# ---- design 1 ----
<file path="src/rtl/snoop_host_if.sv">
// Command/response streams and snoop bus between the host initiator and its environment.
interface snoop_host_if #(
  parameter int unsigned ADDR_W = 8
);
  logic [7:0]        in_data;
  logic              in_valid;
  logic              in_ready;
  logic [7:0]        out_data;
  logic              out_valid;
  logic              out_ready;
  logic [ADDR_W-1:0] snoopa;
  logic [7:0]        snoopd;
  logic              snoopm;
  logic              snoopp;
  logic [7:0]        snoopq;
  logic              busy;
  logic              error;

  modport master (
    input  in_data, in_valid, out_ready, snoopq,
    output in_ready, out_data, out_valid, snoopa, snoopd, snoopm, snoopp, busy, error
  );

  modport slave (
    output in_data, in_valid, out_ready, snoopq,
    input  in_ready, out_data, out_valid, snoopa, snoopd, snoopm, snoopp, busy, error
  );
endinterface

</file>
<file path="src/rtl/snoop_host.sv">
// Byte-stream to snoop-bus initiator: address load, data/program writes, burst reads.
// Optional write readback check is enabled by defining SNOOP_VERIFY_EN.
module snoop_host #(
  parameter int unsigned READ_LAT = 1,
  parameter int unsigned ADDR_W   = 8
) (
  input logic         clk,
  input logic         reset,
  snoop_host_if.master bus
);

  localparam int unsigned WaitW = (READ_LAT > 0) ? $clog2(READ_LAT + 1) : 1;

  localparam logic [1:0] OpSetAddr = 2'b00;
  localparam logic [1:0] OpWrMem   = 2'b01;
  localparam logic [1:0] OpWrPrg   = 2'b10;

`ifdef SNOOP_VERIFY_EN
  typedef enum logic [3:0] {
    StIdle, StGetAddr, StGetData, StWrStb, StRdAddr, StRdWait, StRdSend, StVfyAddr, StVfyWait
  } state_e;
`else
  typedef enum logic [2:0] {
    StIdle, StGetAddr, StGetData, StWrStb, StRdAddr, StRdWait, StRdSend
  } state_e;
`endif

  state_e            state_q, state_d;
  logic [ADDR_W-1:0] addr_q, addr_d;
  logic [5:0]        count_q, count_d;
  logic [WaitW-1:0]  wait_q, wait_d;
  logic [1:0]        op_q, op_d;
  logic [ADDR_W-1:0] snoopa_q, snoopa_d;
  logic [7:0]        snoopd_q, snoopd_d;
  logic [7:0]        out_data_q, out_data_d;
  logic              out_valid_q, out_valid_d;
  logic              in_ready;
  logic              in_fire;
  logic              snoopm, snoopp;
`ifdef SNOOP_VERIFY_EN
  logic              error_q, error_d;
`endif

  assign in_fire = bus.in_valid && in_ready;

  always_comb begin
    state_d     = state_q;
    addr_d      = addr_q;
    count_d     = count_q;
    wait_d      = wait_q;
    op_d        = op_q;
    snoopa_d    = snoopa_q;
    snoopd_d    = snoopd_q;
    out_data_d  = out_data_q;
    out_valid_d = out_valid_q;
`ifdef SNOOP_VERIFY_EN
    error_d     = error_q;
`endif
    in_ready    = 1'b0;
    snoopm      = 1'b0;
    snoopp      = 1'b0;

    case (state_q)
      StIdle: begin
        in_ready = 1'b1;
        if (in_fire) begin
          op_d = bus.in_data[7:6];
          unique case (bus.in_data[7:6])
            OpSetAddr:        state_d = StGetAddr;
            OpWrMem, OpWrPrg: state_d = StGetData;
            default: begin
              count_d = bus.in_data[5:0];
              state_d = StRdAddr;
            end
          endcase
        end
      end
      StGetAddr: begin
        in_ready = 1'b1;
        if (in_fire) begin
          addr_d  = ADDR_W'(bus.in_data);
          state_d = StIdle;
        end
      end
      StGetData: begin
        in_ready = 1'b1;
        if (in_fire) begin
          snoopd_d = bus.in_data;
          snoopa_d = addr_q;
          state_d  = StWrStb;
        end
      end
      StWrStb: begin
        snoopm = (op_q == OpWrMem);
        snoopp = (op_q == OpWrPrg);
`ifdef SNOOP_VERIFY_EN
        if (op_q == OpWrMem) begin
          state_d = StVfyAddr;
        end else begin
          addr_d  = addr_q + ADDR_W'(1);
          state_d = StIdle;
        end
`else
        addr_d  = addr_q + ADDR_W'(1);
        state_d = StIdle;
`endif
      end
      StRdAddr: begin
        snoopa_d = addr_q;
        wait_d   = WaitW'(READ_LAT);
        state_d  = StRdWait;
      end
      StRdWait: begin
        if (wait_q == '0) begin
          out_data_d  = bus.snoopq;
          out_valid_d = 1'b1;
          state_d     = StRdSend;
        end else begin
          wait_d = wait_q - WaitW'(1);
        end
      end
      StRdSend: begin
        if (out_valid_q && bus.out_ready) begin
          out_valid_d = 1'b0;
          addr_d      = addr_q + ADDR_W'(1);
          if (count_q == 6'd0) begin
            state_d = StIdle;
          end else begin
            count_d = count_q - 6'd1;
            state_d = StRdAddr;
          end
        end
      end
`ifdef SNOOP_VERIFY_EN
      // snoopa still holds the written address, so only the read latency is waited out.
      StVfyAddr: begin
        wait_d  = WaitW'(READ_LAT);
        state_d = StVfyWait;
      end
      StVfyWait: begin
        if (wait_q == '0) begin
          if (bus.snoopq != snoopd_q) error_d = 1'b1;
          addr_d  = addr_q + ADDR_W'(1);
          state_d = StIdle;
        end else begin
          wait_d = wait_q - WaitW'(1);
        end
      end
`endif
      default: state_d = StIdle;
    endcase
  end

  always_ff @(posedge clk) begin
    if (!reset) begin
      state_q     <= StIdle;
      addr_q      <= '0;
      count_q     <= '0;
      wait_q      <= '0;
      op_q        <= '0;
      snoopa_q    <= '0;
      snoopd_q    <= '0;
      out_data_q  <= '0;
      out_valid_q <= 1'b0;
`ifdef SNOOP_VERIFY_EN
      error_q     <= 1'b0;
`endif
    end else begin
      state_q     <= state_d;
      addr_q      <= addr_d;
      count_q     <= count_d;
      wait_q      <= wait_d;
      op_q        <= op_d;
      snoopa_q    <= snoopa_d;
      snoopd_q    <= snoopd_d;
      out_data_q  <= out_data_d;
      out_valid_q <= out_valid_d;
`ifdef SNOOP_VERIFY_EN
      error_q     <= error_d;
`endif
    end
  end

  assign bus.in_ready  = in_ready;
  assign bus.out_data  = out_data_q;
  assign bus.out_valid = out_valid_q;
  assign bus.snoopa    = snoopa_q;
  assign bus.snoopd    = snoopd_q;
  assign bus.snoopm    = snoopm;
  assign bus.snoopp    = snoopp;
  assign bus.busy      = (state_q != StIdle);
`ifdef SNOOP_VERIFY_EN
  assign bus.error     = error_q;
`else
  assign bus.error     = 1'b0;
`endif

endmodule

</file>
<file path="src/flat_wrapper.sv">
// flat-port wrapper written by rule: the top's interface ports become plain ports
module snoop_host_flat 
#(
  parameter int unsigned READ_LAT = 1,
  parameter int unsigned ADDR_W   = 8
)
  (clk, reset, bus_in_data, bus_in_valid, bus_out_ready, bus_snoopq, bus_in_ready, bus_out_data, bus_out_valid, bus_snoopa, bus_snoopd, bus_snoopm, bus_snoopp, bus_busy, bus_error);
  snoop_host_if #(.ADDR_W(ADDR_W)) bus_i ();
  input logic clk;
  input logic reset;
  input wire logic [$bits(bus_i.in_data)-1:0] bus_in_data;
  input wire logic [$bits(bus_i.in_valid)-1:0] bus_in_valid;
  input wire logic [$bits(bus_i.out_ready)-1:0] bus_out_ready;
  input wire logic [$bits(bus_i.snoopq)-1:0] bus_snoopq;
  output wire logic [$bits(bus_i.in_ready)-1:0] bus_in_ready;
  output wire logic [$bits(bus_i.out_data)-1:0] bus_out_data;
  output wire logic [$bits(bus_i.out_valid)-1:0] bus_out_valid;
  output wire logic [$bits(bus_i.snoopa)-1:0] bus_snoopa;
  output wire logic [$bits(bus_i.snoopd)-1:0] bus_snoopd;
  output wire logic [$bits(bus_i.snoopm)-1:0] bus_snoopm;
  output wire logic [$bits(bus_i.snoopp)-1:0] bus_snoopp;
  output wire logic [$bits(bus_i.busy)-1:0] bus_busy;
  output wire logic [$bits(bus_i.error)-1:0] bus_error;
  assign bus_i.in_data = bus_in_data;
  assign bus_i.in_valid = bus_in_valid;
  assign bus_i.out_ready = bus_out_ready;
  assign bus_i.snoopq = bus_snoopq;
  assign bus_in_ready = bus_i.in_ready;
  assign bus_out_data = bus_i.out_data;
  assign bus_out_valid = bus_i.out_valid;
  assign bus_snoopa = bus_i.snoopa;
  assign bus_snoopd = bus_i.snoopd;
  assign bus_snoopm = bus_i.snoopm;
  assign bus_snoopp = bus_i.snoopp;
  assign bus_busy = bus_i.busy;
  assign bus_error = bus_i.error;
  snoop_host #(.READ_LAT(READ_LAT), .ADDR_W(ADDR_W)) u_core (.clk(clk), .reset(reset), .bus(bus_i));
endmodule
</file>
<file path="config.mk">
export PLATFORM = sky130hd
export DESIGN_NAME = snoop_host_flat
export DESIGN_NICKNAME = d
export VERILOG_FILES = /design/src/rtl/snoop_host_if.sv /design/src/rtl/snoop_host.sv /design/src/flat_wrapper.sv
export SDC_FILE = /design/constraint.sdc
export NUM_CORES = 1
export LEC_CHECK = 0
export CAP_MARGIN = 20
export CELL_PAD_IN_SITES_DETAIL_PLACEMENT = 0
export CELL_PAD_IN_SITES_GLOBAL_PLACEMENT = 1
export CORE_MARGIN = 2
export CORE_UTILIZATION = 34
export DETAILED_ROUTE_END_ITERATION = 16
export PLACE_DENSITY_LB_ADDON = 0.2
export SLEW_MARGIN = 20
export SYNTH_ARGS = -nofsm -noshare
export SYNTH_HDL_FRONTEND = slang
export SYNTH_SLANG_ARGS = --single-unit
</file>
<file path="constraint.sdc">
create_clock -name clk -period 1.6 [get_ports clk]
set_input_delay 0.4 -clock clk [delete_from_list [all_inputs] [get_ports clk]]
set_output_delay 0.4 -clock clk [all_outputs]
set_load 0.1 [all_outputs]
</file>
**Design 1: close-up of the layout**

Window x 55 to 75, y 55 to 75 um. Cells in grey, sequential cells in the stronger grey; small squares are vias.
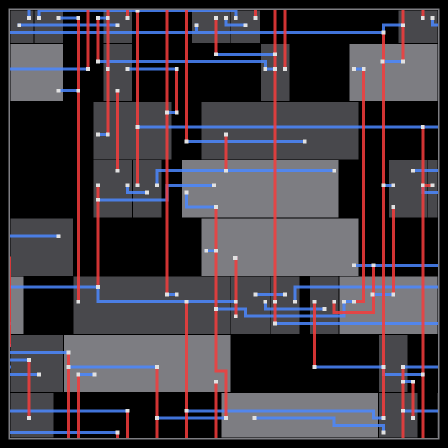
blue -> met1
red -> met2
netlist names of flops here include = u_core.bus.out_data (5), u_core.state_q (1)
sequential cells in the window = 6
most frequent = nand2_1 (9), a21oi_1 (7), dfxtp_1 (5)
cells with their middle in the window = 27

**Design 1: routed metal, one colour a layer**

Drawn at 6 px/um. Two of the layers only.
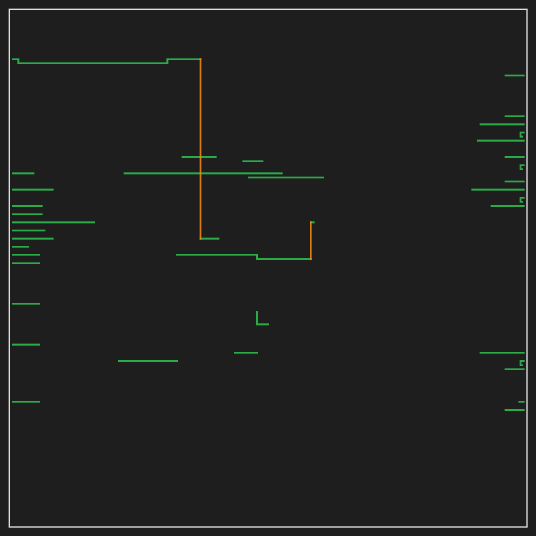
orange -> met4  # wire length 36.0 um
green -> met3  # wire length 254 um
routed wirelength normalized by instance count: 14.2 um
total detailed-routing wirelength: 6130 um
via total after detailed routing: 2,192

**Design 1: I/O nets highlighted**

Drawn at 4 px/um.
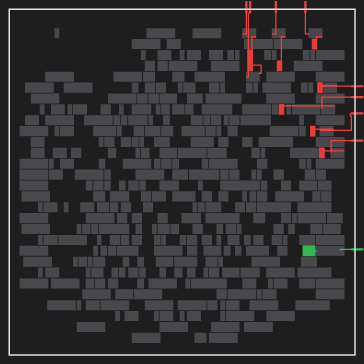
red -> bus_snoopq  # bits 8, direction input, edge 4 top, 4 right, end cells 8, buffers 8, wire 126 um
green -> bus_in_ready  # bits 1, direction output, edge right, end cells 1, buffers 1, wire 4.20 um
IO Pins: 50
number of I/O port buffers: 48

==> tightest hold or removal path, cell delays in order (launching register included) <==
cell and delay, ps:
dfxtp_1 340, nand2_1 60, a21oi_1 50
==> synthesized netlist by cell type, drive strengths merged, types with 2 or more instances <==
cell type / instances
nor3: 9
or3: 3
o21ai: 12
a31oi: 4
nor2: 28
o21a: 3
o22ai: 6
ha: 4
buf: 11
or2: 2
inv: 7
nand2: 33
nor4b: 5
a21boi: 2
o31a: 3
a21oi: 23
dfxtp: 45
nand3: 7
mux2i: 18
nand2b: 2
nand3b: 3
nor3b: 2
clkbuf: 7
a21o: 2
o31ai: 2
==> metrics.yaml <==
clock_tree:
  cts-root-buf: "clkbuf_8"
  worst_setup_hold_path_clk_slew_ps: 90
  clock.latency.late_pin_ps: 300
synth:
  ys_types: 57
  postSynthNetCount: 288
  edf_count: 0
  synth.area.top_cells: "dfxtp_1 (39%), mux2i_1 (7.9%), nand2_1 (5.4%)"
  syn_avg_cell_area_um2: 8.67
  netlist_instances: 264
  complex_gate_fraction_of_the_synthesized_area: 0.203
  ys_cells: 264
  post_synth_mux_area_share: 0.0787
  synth_flops: 45
timing:
  fin_ws_ps: -139
  final-setup-viol-count: 6
  final_min_period_over_clock_period: 1.09
  worst_clock_skew_ps: 3.41
layout:
  finish.net_count: 376
  clock_tree_area_fraction: 0.0241
  numSequentialCells: 45
  layout_top_cells_excl_fill_tap: "buf_4 (40), dfxtp_1 (39), buf_12 (33), nand2_1 (31), nor2_1 (28)"
  inv_count: 7
  buffer_area_frac: 0.323
  nNonClkBuffers: 98
  comb_share: 0.380
  final_util: 0.590
  sh_seq_area: 0.241
outcome:
  violations: "negative setup slack"
  outcome: "complete, but fails checks"
power_and_ir_drop:
  design_power_total_mw: 4.32
  power_frac_seq: 0.315
  power_report.internal_total_mw: 2.56
floorplan:
  die_height_um: 86.0
worst_setup_path:
  worstSetupStartpointType: "register"
  worst_ep_arrival_time_ps: 1340
  cp_slowest_stage_delay_ps: 390
  critPathRequiredTime_ps: 1200
  timing.critical_path.mode_cell: "buf_12"
  reg2reg_depth: 7
grt:
  pin_count_of_the_biggest_net_entering_global_routing: 22
  busiest_layer: "met2"
detailed_routing:
  number_of_drc_markers_in_iteration_0: 73
  detail_route.drc_violations: 0
  detailedRoute.firstPassIterationCount: 4
placed_design:
  gp_routability_congestion: 0.803
flow_run:
  tool_warnings: 30

# ---- design 2 ----
**Design 2: I/O nets highlighted**

Drawn at 4 px/um.
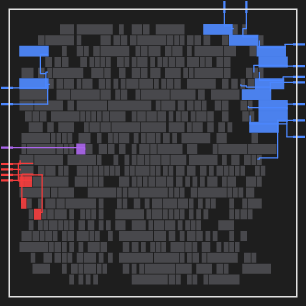
===== src/rtl/pulse_scheduler.sv =====
// Time-shared pulse-width meter: one width counter and one watchdog are rotated
// round-robin over the enabled input channels, one result presented at a time.
module pulse_scheduler #(
    parameter int NCH = 4,
    parameter int W   = 11,
    parameter int TMO = 2000
) (
    input  logic           clk,
    input  logic           rst,
    input  logic [NCH-1:0] in,
    input  logic           en,
    input  logic [NCH-1:0] chan_en,
    input  logic           ack,
    output logic           ready,
    output logic [W-1:0]   data,
    output logic [2:0]     ch,
    output logic           tmo,
    output logic           ovf,
    output logic           busy
);

    typedef enum logic [2:0] {IDLE, SETTLE, ARM, WAIT_HIGH, COUNT, DONE} state_t;

    localparam logic [W-1:0] TMO_W   = W'(TMO);
    localparam logic [W-1:0] CNT_MAX = {W{1'b1}};

    state_t       state_reg, state_next;
    logic [2:0]   sel_reg, sel_next;
    logic         in_q_reg;
    logic [W-1:0] cnt_reg, cnt_next;
    logic [W-1:0] wd_reg, wd_next;
    logic [W-1:0] wd_inc;
    logic         ovf_flag_reg, ovf_flag_next;
    logic         ready_reg, ready_next;
    logic [W-1:0] data_reg, data_next;
    logic [2:0]   ch_reg, ch_next;
    logic         tmo_reg, tmo_next;
    logic         ovf_reg, ovf_next;

    // Padded to 8 so a 3-bit channel index is always in range.
    logic [7:0]   in_pad;
    logic [7:0]   chan_en_pad;
    assign in_pad      = 8'(in);
    assign chan_en_pad = 8'(chan_en);

    // cand[gi] is the channel gi+1 positions after the last one selected.
    logic [2:0]     cand [NCH];
    logic [NCH-1:0] hit;
    logic [2:0]     pick;

    generate
        for (genvar gi = 0; gi < NCH; gi++) begin : g_cand
            localparam int OFF = gi + 1;
            logic [3:0] sum;
            assign sum       = {1'b0, sel_reg} + 4'(OFF);
            assign cand[gi]  = (sum >= 4'(NCH)) ? 3'(sum - 4'(NCH)) : sum[2:0];
            assign hit[gi]   = chan_en_pad[cand[gi]];
        end
    endgenerate

    always_comb begin
        pick = cand[0];
        for (int k = NCH - 1; k >= 0; k--) begin
            if (hit[k]) pick = cand[k];
        end
    end

    assign wd_inc = wd_reg + W'(1);

    always_comb begin
        state_next    = state_reg;
        sel_next      = sel_reg;
        cnt_next      = cnt_reg;
        wd_next       = wd_reg;
        ovf_flag_next = ovf_flag_reg;
        ready_next    = ready_reg;
        data_next     = data_reg;
        ch_next       = ch_reg;
        tmo_next      = tmo_reg;
        ovf_next      = ovf_reg;
        case (state_reg)
            IDLE: begin
                if (en && (|chan_en)) begin
                    sel_next   = pick;
                    state_next = SETTLE;
                end
            end
            SETTLE: begin
                cnt_next      = '0;
                wd_next       = '0;
                ovf_flag_next = 1'b0;
                state_next    = ARM;
            end
            ARM, WAIT_HIGH: begin
                wd_next = wd_inc;
                // Watchdog expiry wins over any edge seen in the same cycle.
                if (wd_inc == TMO_W) begin
                    data_next  = '0;
                    tmo_next   = 1'b1;
                    ovf_next   = 1'b0;
                    ch_next    = sel_reg;
                    ready_next = 1'b1;
                    state_next = DONE;
                end else if (state_reg == ARM) begin
                    if (!in_q_reg) state_next = WAIT_HIGH;
                end else if (in_q_reg) begin
                    cnt_next   = W'(1);
                    state_next = COUNT;
                end
            end
            COUNT: begin
                if (in_q_reg) begin
                    if (cnt_reg == CNT_MAX) ovf_flag_next = 1'b1;
                    else                    cnt_next      = cnt_reg + W'(1);
                end else begin
                    data_next  = cnt_reg;
                    ovf_next   = ovf_flag_reg;
                    tmo_next   = 1'b0;
                    ch_next    = sel_reg;
                    ready_next = 1'b1;
                    state_next = DONE;
                end
            end
            DONE: begin
                if (ack) begin
                    ready_next = 1'b0;
                    state_next = IDLE;
                end
            end
            default: state_next = IDLE;
        endcase
    end

    always_ff @(posedge clk) begin
        if (!rst) begin
            state_reg    <= IDLE;
            sel_reg      <= 3'(NCH - 1);
            in_q_reg     <= 1'b0;
            cnt_reg      <= '0;
            wd_reg       <= '0;
            ovf_flag_reg <= 1'b0;
            ready_reg    <= 1'b0;
            data_reg     <= '0;
            ch_reg       <= '0;
            tmo_reg      <= 1'b0;
            ovf_reg      <= 1'b0;
        end else begin
            state_reg    <= state_next;
            sel_reg      <= sel_next;
            in_q_reg     <= in_pad[sel_reg];
            cnt_reg      <= cnt_next;
            wd_reg       <= wd_next;
            ovf_flag_reg <= ovf_flag_next;
            ready_reg    <= ready_next;
            data_reg     <= data_next;
            ch_reg       <= ch_next;
            tmo_reg      <= tmo_next;
            ovf_reg      <= ovf_next;
        end
    end

    assign ready = ready_reg;
    assign data  = data_reg;
    assign ch    = ch_reg;
    assign tmo   = tmo_reg;
    assign ovf   = ovf_reg;
    assign busy  = (state_reg != IDLE);

endmodule


===== config.mk =====
export PLATFORM = sky130hd
export DESIGN_NAME = pulse_scheduler
export DESIGN_NICKNAME = d
export VERILOG_FILES = /design/src/rtl/pulse_scheduler.sv
export SDC_FILE = /design/constraint.sdc
export NUM_CORES = 1
export LEC_CHECK = 0
export ABC_AREA = 1
export CORE_MARGIN = 2
export CORE_UTILIZATION = 59
export CTS_BUF_LIST = sky130_fd_sc_hd__clkbuf_4
export CTS_CLUSTER_SIZE = 10
export DETAILED_ROUTE_END_ITERATION = 10
export DONT_BUFFER_PORTS = 1
export GPL_TIMING_DRIVEN = 1
export PLACE_DENSITY_LB_ADDON = 0.2
export SETUP_SLACK_MARGIN = 0.2
export SLEW_MARGIN = 30
export SYNTH_ARGS = -nofsm -noshare
export SYNTH_HDL_FRONTEND = slang
export SYNTH_SLANG_ARGS = --single-unit

===== constraint.sdc =====
create_clock -name clk -period 2.1 [get_ports clk]
set_clock_uncertainty 0.2 [all_clocks]
set_input_delay 0.315 -clock clk [delete_from_list [all_inputs] [get_ports clk]]
set_output_delay 0.315 -clock clk [all_outputs]
set_load 0.01 [all_outputs]

==> metrics.yaml <==
outcome:
  outcome: "complete, no violations"
grt:
  number_of_antenna_violations_at_the_first_check_in_global_routing: 0
  grt-ovfl-total: 0
detailed_routing:
  detail_route.drc_violations: 0
  detailedRoute.firstPassIterationCount: 5
  vias_cell: 5.52
  wl_met1_um: 3130
layout:
  multi_input_comb_cells: 315
  inv_count: 50
  layout.clock_buffers: 5
flow_run:
  tool_warnings: 30
power_and_ir_drop:
  clockPowerShare: 0.179
  net-switching-power_mw: 1.41
  design_power_total_mw: 3.20
  power-per-cell-area_nw_per_um2: 993
worst_setup_path:
  worstSetupStartpointType: "register"
  regToRegEndpoint: "cnt_reg[2]"
timing:
  timing.setup.tns_ps: 0
  fin_ws_ps: 9.86
  max_freq_mhz: 478
floorplan:
  floorplanUtilization: 0.613
  die_area_um2: 5110
  placementRows: 24
synth:
  postSynthSeqShare: 0.350
  synth-async-reset-ratio: 0
  synth_top_area_share: 0.350
clock_tree:
  htree_num_levels: 2
  cts_buffers: 5
  post_cts_buffers: 6
  max-clock-path-buffers: 2
  cts_tree: "yes"
  clock.latency.late_pin_ps: 360
placed_design:
  pre_cts_slack_ps: -34.4
min_path:
  hold-path-cell-count: 2
Notes on 'I/O nets highlighted' of design 2 above:
purple -> ack  # bits 1, direction input, edge left, end cells 1, buffers 0, wire 18.7 um
red -> in  # bits 4, direction input, edge left, end cells 4, buffers 2, wire 46.7 um
blue -> data  # bits 11, direction output, edge 7 right, 2 left, 2 top, end cells 11, buffers 0, wire 154 um
number of I/O port buffers: 0
IO Pins: 30

## metal layers
layer	GRT usage	vias to the layer above
met5	0	-
met4	0.0503	0
met3	0.0605	12
met2	0.453	100
met1	0.367	1242
li1	-	1423
## logic make-up (layout without fill, tap and decap cells)
group | after synthesis | in the layout | share of synthesized area
AND/OR/NAND/NOR | 235 | 236 | 0.385
XOR/XNOR | 4 | 4 | 0.0130
AND-OR/OR-AND | 71 | 71 | 0.136
adder cells (fa/ha/maj) | 4 | 4 | 0.0186
buffers and inverters | 63 | 89 | 0.0964
flip-flops | 47 | 47 | 0.350

# ---- design 3 ----
## src/rtl/mem_access_pkg.sv

```systemverilog
// Shared encodings and FSM state type for the load/store sequencer.
// Optional feature macro used by this slice: MEM_ACCESS_ALIGN_CHECK_EN.
package mem_access_pkg;

  localparam logic [1:0] SZ_BYTE = 2'b00;
  localparam logic [1:0] SZ_HALF = 2'b01;
  localparam logic [1:0] SZ_WORD = 2'b10;

  localparam logic [1:0] FLT_NONE     = 2'b00;
  localparam logic [1:0] FLT_INVALID  = 2'b01;
  localparam logic [1:0] FLT_MISALIGN = 2'b10;

  typedef enum logic [2:0] {
    IDLE,
    RD,
    CAP,
    RMW_RD,
    RMW_CAP,
    WR,
    RESP
  } state_t;

  // Encoding 11 is an alias for a full word access.
  function automatic logic [1:0] normSize(input logic [1:0] size);
    return (size == 2'b11) ? SZ_WORD : size;
  endfunction

endpackage

```

## src/rtl/mem_access_unit_lane.sv

```systemverilog
// Little-endian lane extract with sign/zero extension for loads, and lane merge
// into a read word for sub-word stores. Purely combinational.
module mem_lane_align
  import mem_access_pkg::*;
#(
  parameter int DATA_W = 32
) (
  input  logic [1:0]        i_size,
  input  logic              i_signed,
  input  logic [1:0]        i_off,
  input  logic [DATA_W-1:0] i_rdata,
  input  logic [DATA_W-1:0] i_wdata,
  output logic [DATA_W-1:0] o_load,
  output logic [DATA_W-1:0] o_merged
);

  logic [4:0]  w_byteShift;
  logic [7:0]  w_byte;
  logic [15:0] w_half;

  assign w_byteShift = {i_off, 3'b000};

  always_comb begin
    w_byte   = i_rdata[w_byteShift +: 8];
    w_half   = i_off[1] ? i_rdata[31:16] : i_rdata[15:0];
    o_load   = i_rdata;
    o_merged = i_wdata;
    case (normSize(i_size))
      SZ_BYTE: begin
        o_load   = {{(DATA_W-8){i_signed & w_byte[7]}}, w_byte};
        o_merged = i_rdata;
        o_merged[w_byteShift +: 8] = i_wdata[7:0];
      end
      // Only off[1] picks the half; off[0] is either faulted earlier or ignored.
      SZ_HALF: begin
        o_load   = {{(DATA_W-16){i_signed & w_half[15]}}, w_half};
        o_merged = i_rdata;
        if (i_off[1]) begin
          o_merged[31:16] = i_wdata[15:0];
        end else begin
          o_merged[15:0] = i_wdata[15:0];
        end
      end
      default: ;
    endcase
  end

endmodule

```

## src/rtl/mem_access_unit.sv

```systemverilog
// Load/store sequencer between the CPU memory stage and the single-port data RAM.
// Define MEM_ACCESS_ALIGN_CHECK_EN to fault misaligned half/word accesses.
module mem_access_unit
  import mem_access_pkg::*;
#(
  parameter int ADDR_W = 11,
  parameter int DATA_W = 32
) (
  input  logic              clk,
  input  logic              rst,
  input  logic              req_valid,
  output logic              req_ready,
  input  logic              req_write,
  input  logic [1:0]        req_size,
  input  logic              req_signed,
  input  logic [1:0]        req_byte_off,
  input  logic [DATA_W-1:0] req_wdata,
  output logic              dec_enable,
  input  logic [ADDR_W-1:0] dec_phys_addr,
  input  logic              dec_invalid,
  output logic [ADDR_W-1:0] mem_addr,
  output logic              mem_wen,
  output logic [DATA_W-1:0] mem_wdata,
  input  logic [DATA_W-1:0] mem_rdata,
  output logic              resp_valid,
  output logic [DATA_W-1:0] resp_rdata,
  output logic [1:0]        resp_fault
);

  state_t            r_state;
  state_t            w_nextState;
  logic [1:0]        r_size;
  logic              r_signed;
  logic [1:0]        r_off;
  logic [1:0]        r_fault;
  logic [DATA_W-1:0] r_wdata;
  logic [DATA_W-1:0] r_result;
  logic [ADDR_W-1:0] r_physAddr;

  logic              w_accept;
  logic              w_misalign;
  logic [1:0]        w_fault;
  logic [DATA_W-1:0] w_load;
  logic [DATA_W-1:0] w_merged;

  assign req_ready  = (r_state == IDLE);
  assign w_accept   = req_valid & req_ready;
  assign dec_enable = w_accept;

`ifdef MEM_ACCESS_ALIGN_CHECK_EN
  assign w_misalign = ((normSize(req_size) == SZ_HALF) && req_byte_off[0]) ||
                      ((normSize(req_size) == SZ_WORD) && (req_byte_off != 2'b00));
`else
  assign w_misalign = 1'b0;
`endif

  // An invalid address outranks a misaligned one.
  always_comb begin
    w_fault = FLT_NONE;
    if (dec_invalid) begin
      w_fault = FLT_INVALID;
    end else if (w_misalign) begin
      w_fault = FLT_MISALIGN;
    end
  end

  always_ff @(posedge clk or posedge rst) begin
    if (rst) begin
      r_state <= IDLE;
    end else begin
      r_state <= w_nextState;
    end
  end

  always_comb begin
    w_nextState = r_state;
    case (r_state)
      IDLE: begin
        if (w_accept) begin
          if (w_fault != FLT_NONE) begin
            w_nextState = RESP;
          end else if (!req_write) begin
            w_nextState = RD;
          end else if (normSize(req_size) == SZ_WORD) begin
            w_nextState = WR;
          end else begin
            w_nextState = RMW_RD;
          end
        end
      end
      RD:      w_nextState = CAP;
      CAP:     w_nextState = RESP;
      RMW_RD:  w_nextState = RMW_CAP;
      RMW_CAP: w_nextState = WR;
      WR:      w_nextState = RESP;
      RESP:    w_nextState = IDLE;
      default: w_nextState = IDLE;
    endcase
  end

  // r_wdata is reused to hold the merged word between RMW_CAP and WR.
  always_ff @(posedge clk or posedge rst) begin
    if (rst) begin
      r_size     <= SZ_BYTE;
      r_signed   <= 1'b0;
      r_off      <= 2'b00;
      r_fault    <= FLT_NONE;
      r_wdata    <= '0;
      r_result   <= '0;
      r_physAddr <= '0;
    end else begin
      if (w_accept) begin
        r_size     <= req_size;
        r_signed   <= req_signed;
        r_off      <= req_byte_off;
        r_fault    <= w_fault;
        r_wdata    <= req_wdata;
        r_result   <= '0;
        r_physAddr <= dec_phys_addr;
      end
      if (r_state == CAP) begin
        r_result <= w_load;
      end
      if (r_state == RMW_CAP) begin
        r_wdata <= w_merged;
      end
    end
  end

  mem_lane_align #(
    .DATA_W (DATA_W)
  ) u_lane (
    .i_size   (r_size),
    .i_signed (r_signed),
    .i_off    (r_off),
    .i_rdata  (mem_rdata),
    .i_wdata  (r_wdata),
    .o_load   (w_load),
    .o_merged (w_merged)
  );

  assign mem_addr   = (r_state == IDLE) ? '0 : r_physAddr;
  assign mem_wen    = (r_state == WR);
  assign mem_wdata  = mem_wen ? r_wdata : '0;
  assign resp_valid = (r_state == RESP);
  assign resp_rdata = resp_valid ? r_result : '0;
  assign resp_fault = resp_valid ? r_fault : FLT_NONE;

endmodule

```

## config.mk

```make
export PLATFORM = sky130hd
export DESIGN_NAME = mem_access_unit
export DESIGN_NICKNAME = d
export VERILOG_FILES = /design/src/rtl/mem_access_pkg.sv /design/src/rtl/mem_access_unit_lane.sv /design/src/rtl/mem_access_unit.sv
export SDC_FILE = /design/constraint.sdc
export NUM_CORES = 1
export LEC_CHECK = 0
export CAP_MARGIN = 20
export CORE_AREA = 2 2 109 111
export CTS_CLUSTER_DIAMETER = 80
export DETAILED_ROUTE_END_ITERATION = 6
export DIE_AREA = 0 0 111 113
export GPL_TIMING_DRIVEN = 0
export PLACE_DENSITY_LB_ADDON = 0.1
export SLEW_MARGIN = 20
export SYNTH_ARGS = -nofsm -noshare
export SYNTH_HDL_FRONTEND = slang
export SYNTH_SLANG_ARGS = --single-unit
export TNS_END_PERCENT = 5
```

## constraint.sdc

```tcl
create_clock -name clk -period 3.3 [get_ports clk]
set_clock_uncertainty 0.15 [all_clocks]
set_input_delay 0.66 -clock clk [delete_from_list [all_inputs] [get_ports clk]]
set_output_delay 0.66 -clock clk [all_outputs]
set_load 0.02 [all_outputs]
```

**Design 3: close-up of the layout**

Window x 73 to 93, y 75 to 95 um. Cells in grey, sequential cells in the stronger grey; small squares are vias.
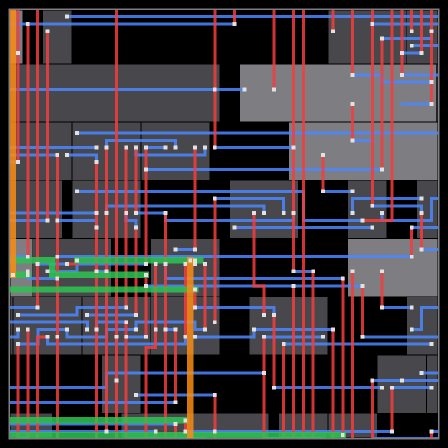
green -> met3
red -> met2
orange -> met4
blue -> met1
cells with their middle in the window = 23
most frequent = mux2i_1 (4), a221oi_1 (4), a211o_1 (4)
sequential cells in the window = 2
netlist names of flops here include = r_wdata (2)

==> metrics.yaml <==
layout:
  final_util: 0.654
  combGateArea_um2: 2800
  clock_tree_area_fraction: 0.0421
  sequential_cell_area_um2: 2100
  fin_cells: 879
flow_run:
  cap_viol_max_count: 0
power_and_ir_drop:
  clockPowerShare: 0.153
  power.leakage_nw: 3.06
  power-per-cell-area_nw_per_um2: 939
detailed_routing:
  drt-total-wl_um: 18000
  number_of_drc_markers_in_iteration_0: 368
  detail_route.drc_violations: 0
  antenna_violating_nets_post_route: 0
  routed.top_layer: "met4"
grt:
  grt_util_met2: 0.479
  grt_pass1_vias: 5097
  grt.met3_usage: 0.0418
  track_usage: 0.287
synth:
  postSynthNetCount: 646
  ys_cells: 556
  dominantRegCellSynth: "dfrtp_1"
  complex_gate_fraction_of_the_synthesized_area: 0.230
  synthesis.area_um2: 5200
  simple_gate_area_frac: 0.202
  synth-async-reset-ratio: 1.00
floorplan:
  floorplanUtilization: 0.461
  fp.coreArea_um2: 11300
clock_tree:
  clock.latency.late_pin_ps: 340
  cts_tree: "yes"
worst_setup_path:
  critPathCaptureType: "output port"
  cp_slowest_stage_delay_ps: 600
  worstSetupStartpointType: "register"
  critical_path.cell_chain: "buf_2 -> nand2b_1 -> nor2_4 -> buf_2 -> and2_1 -> clkdlybuf4s50_1"
outcome:
  outcome: "complete, no violations"
timing:
  max_freq_mhz: 312
  fin_ws_ps: 95.8
placed_design:
  place_inst: 864
-- cell usage after synthesis (2+ instances only) --
cell type,n
o21ai_0,32
a211oi_1,7
and2_1,66
dfrtp_1,84
nor3_1,26
o22ai_1,2
mux2_4,8
buf_1,3
a211o_1,10
ha_1,5
a31o_2,7
o21ai_1,9
clkbuf_1,24
and3_1,2
mux2_2,13
a21oi_1,42
nor2_1,30
nand2b_1,5
o31ai_1,9
buf_6,7
and2b_1,2
a221oi_1,24
nor4bb_1,2
a221o_1,16
nand2_1,34
mux2i_1,21
buf_2,13
inv_1,10
nor2b_1,13
a22o_1,8


==> notes/layouts.md <==
Pictures saved along the way, in no particular order.

Clock nets.
panel A
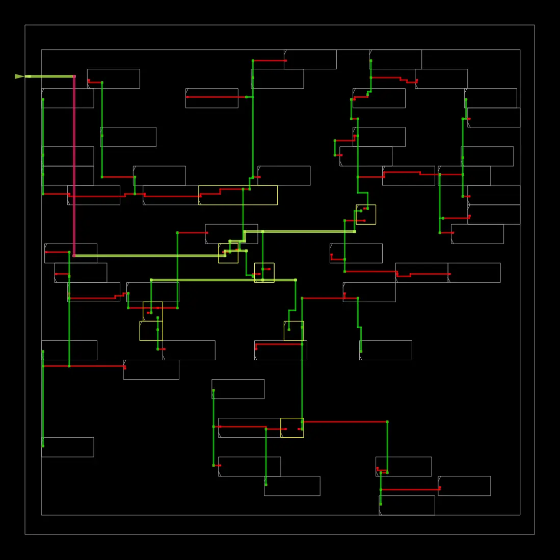
panel B
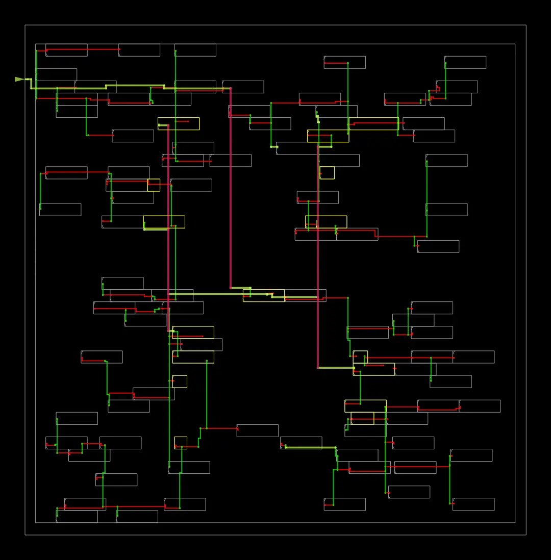
panel C
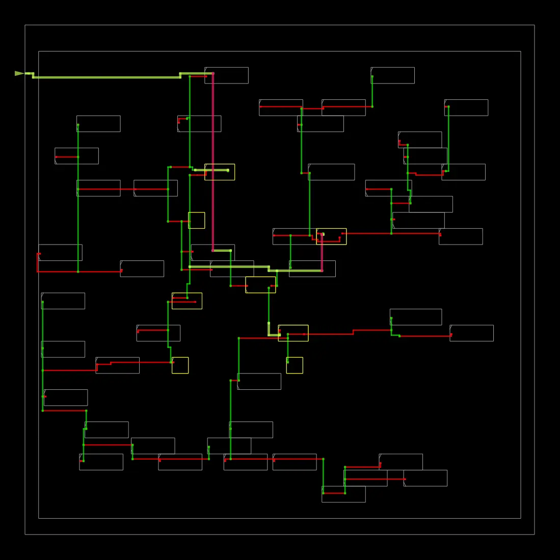
The one with the most clock buffers is panel B.
The one with the most sequential cells is panel B.
| picture | from |
|---|---|
| panel B | design 3 |
| panel C | design 1 |
| panel A | design 2 |

Power is estimated from default activity; no workload was simulated.
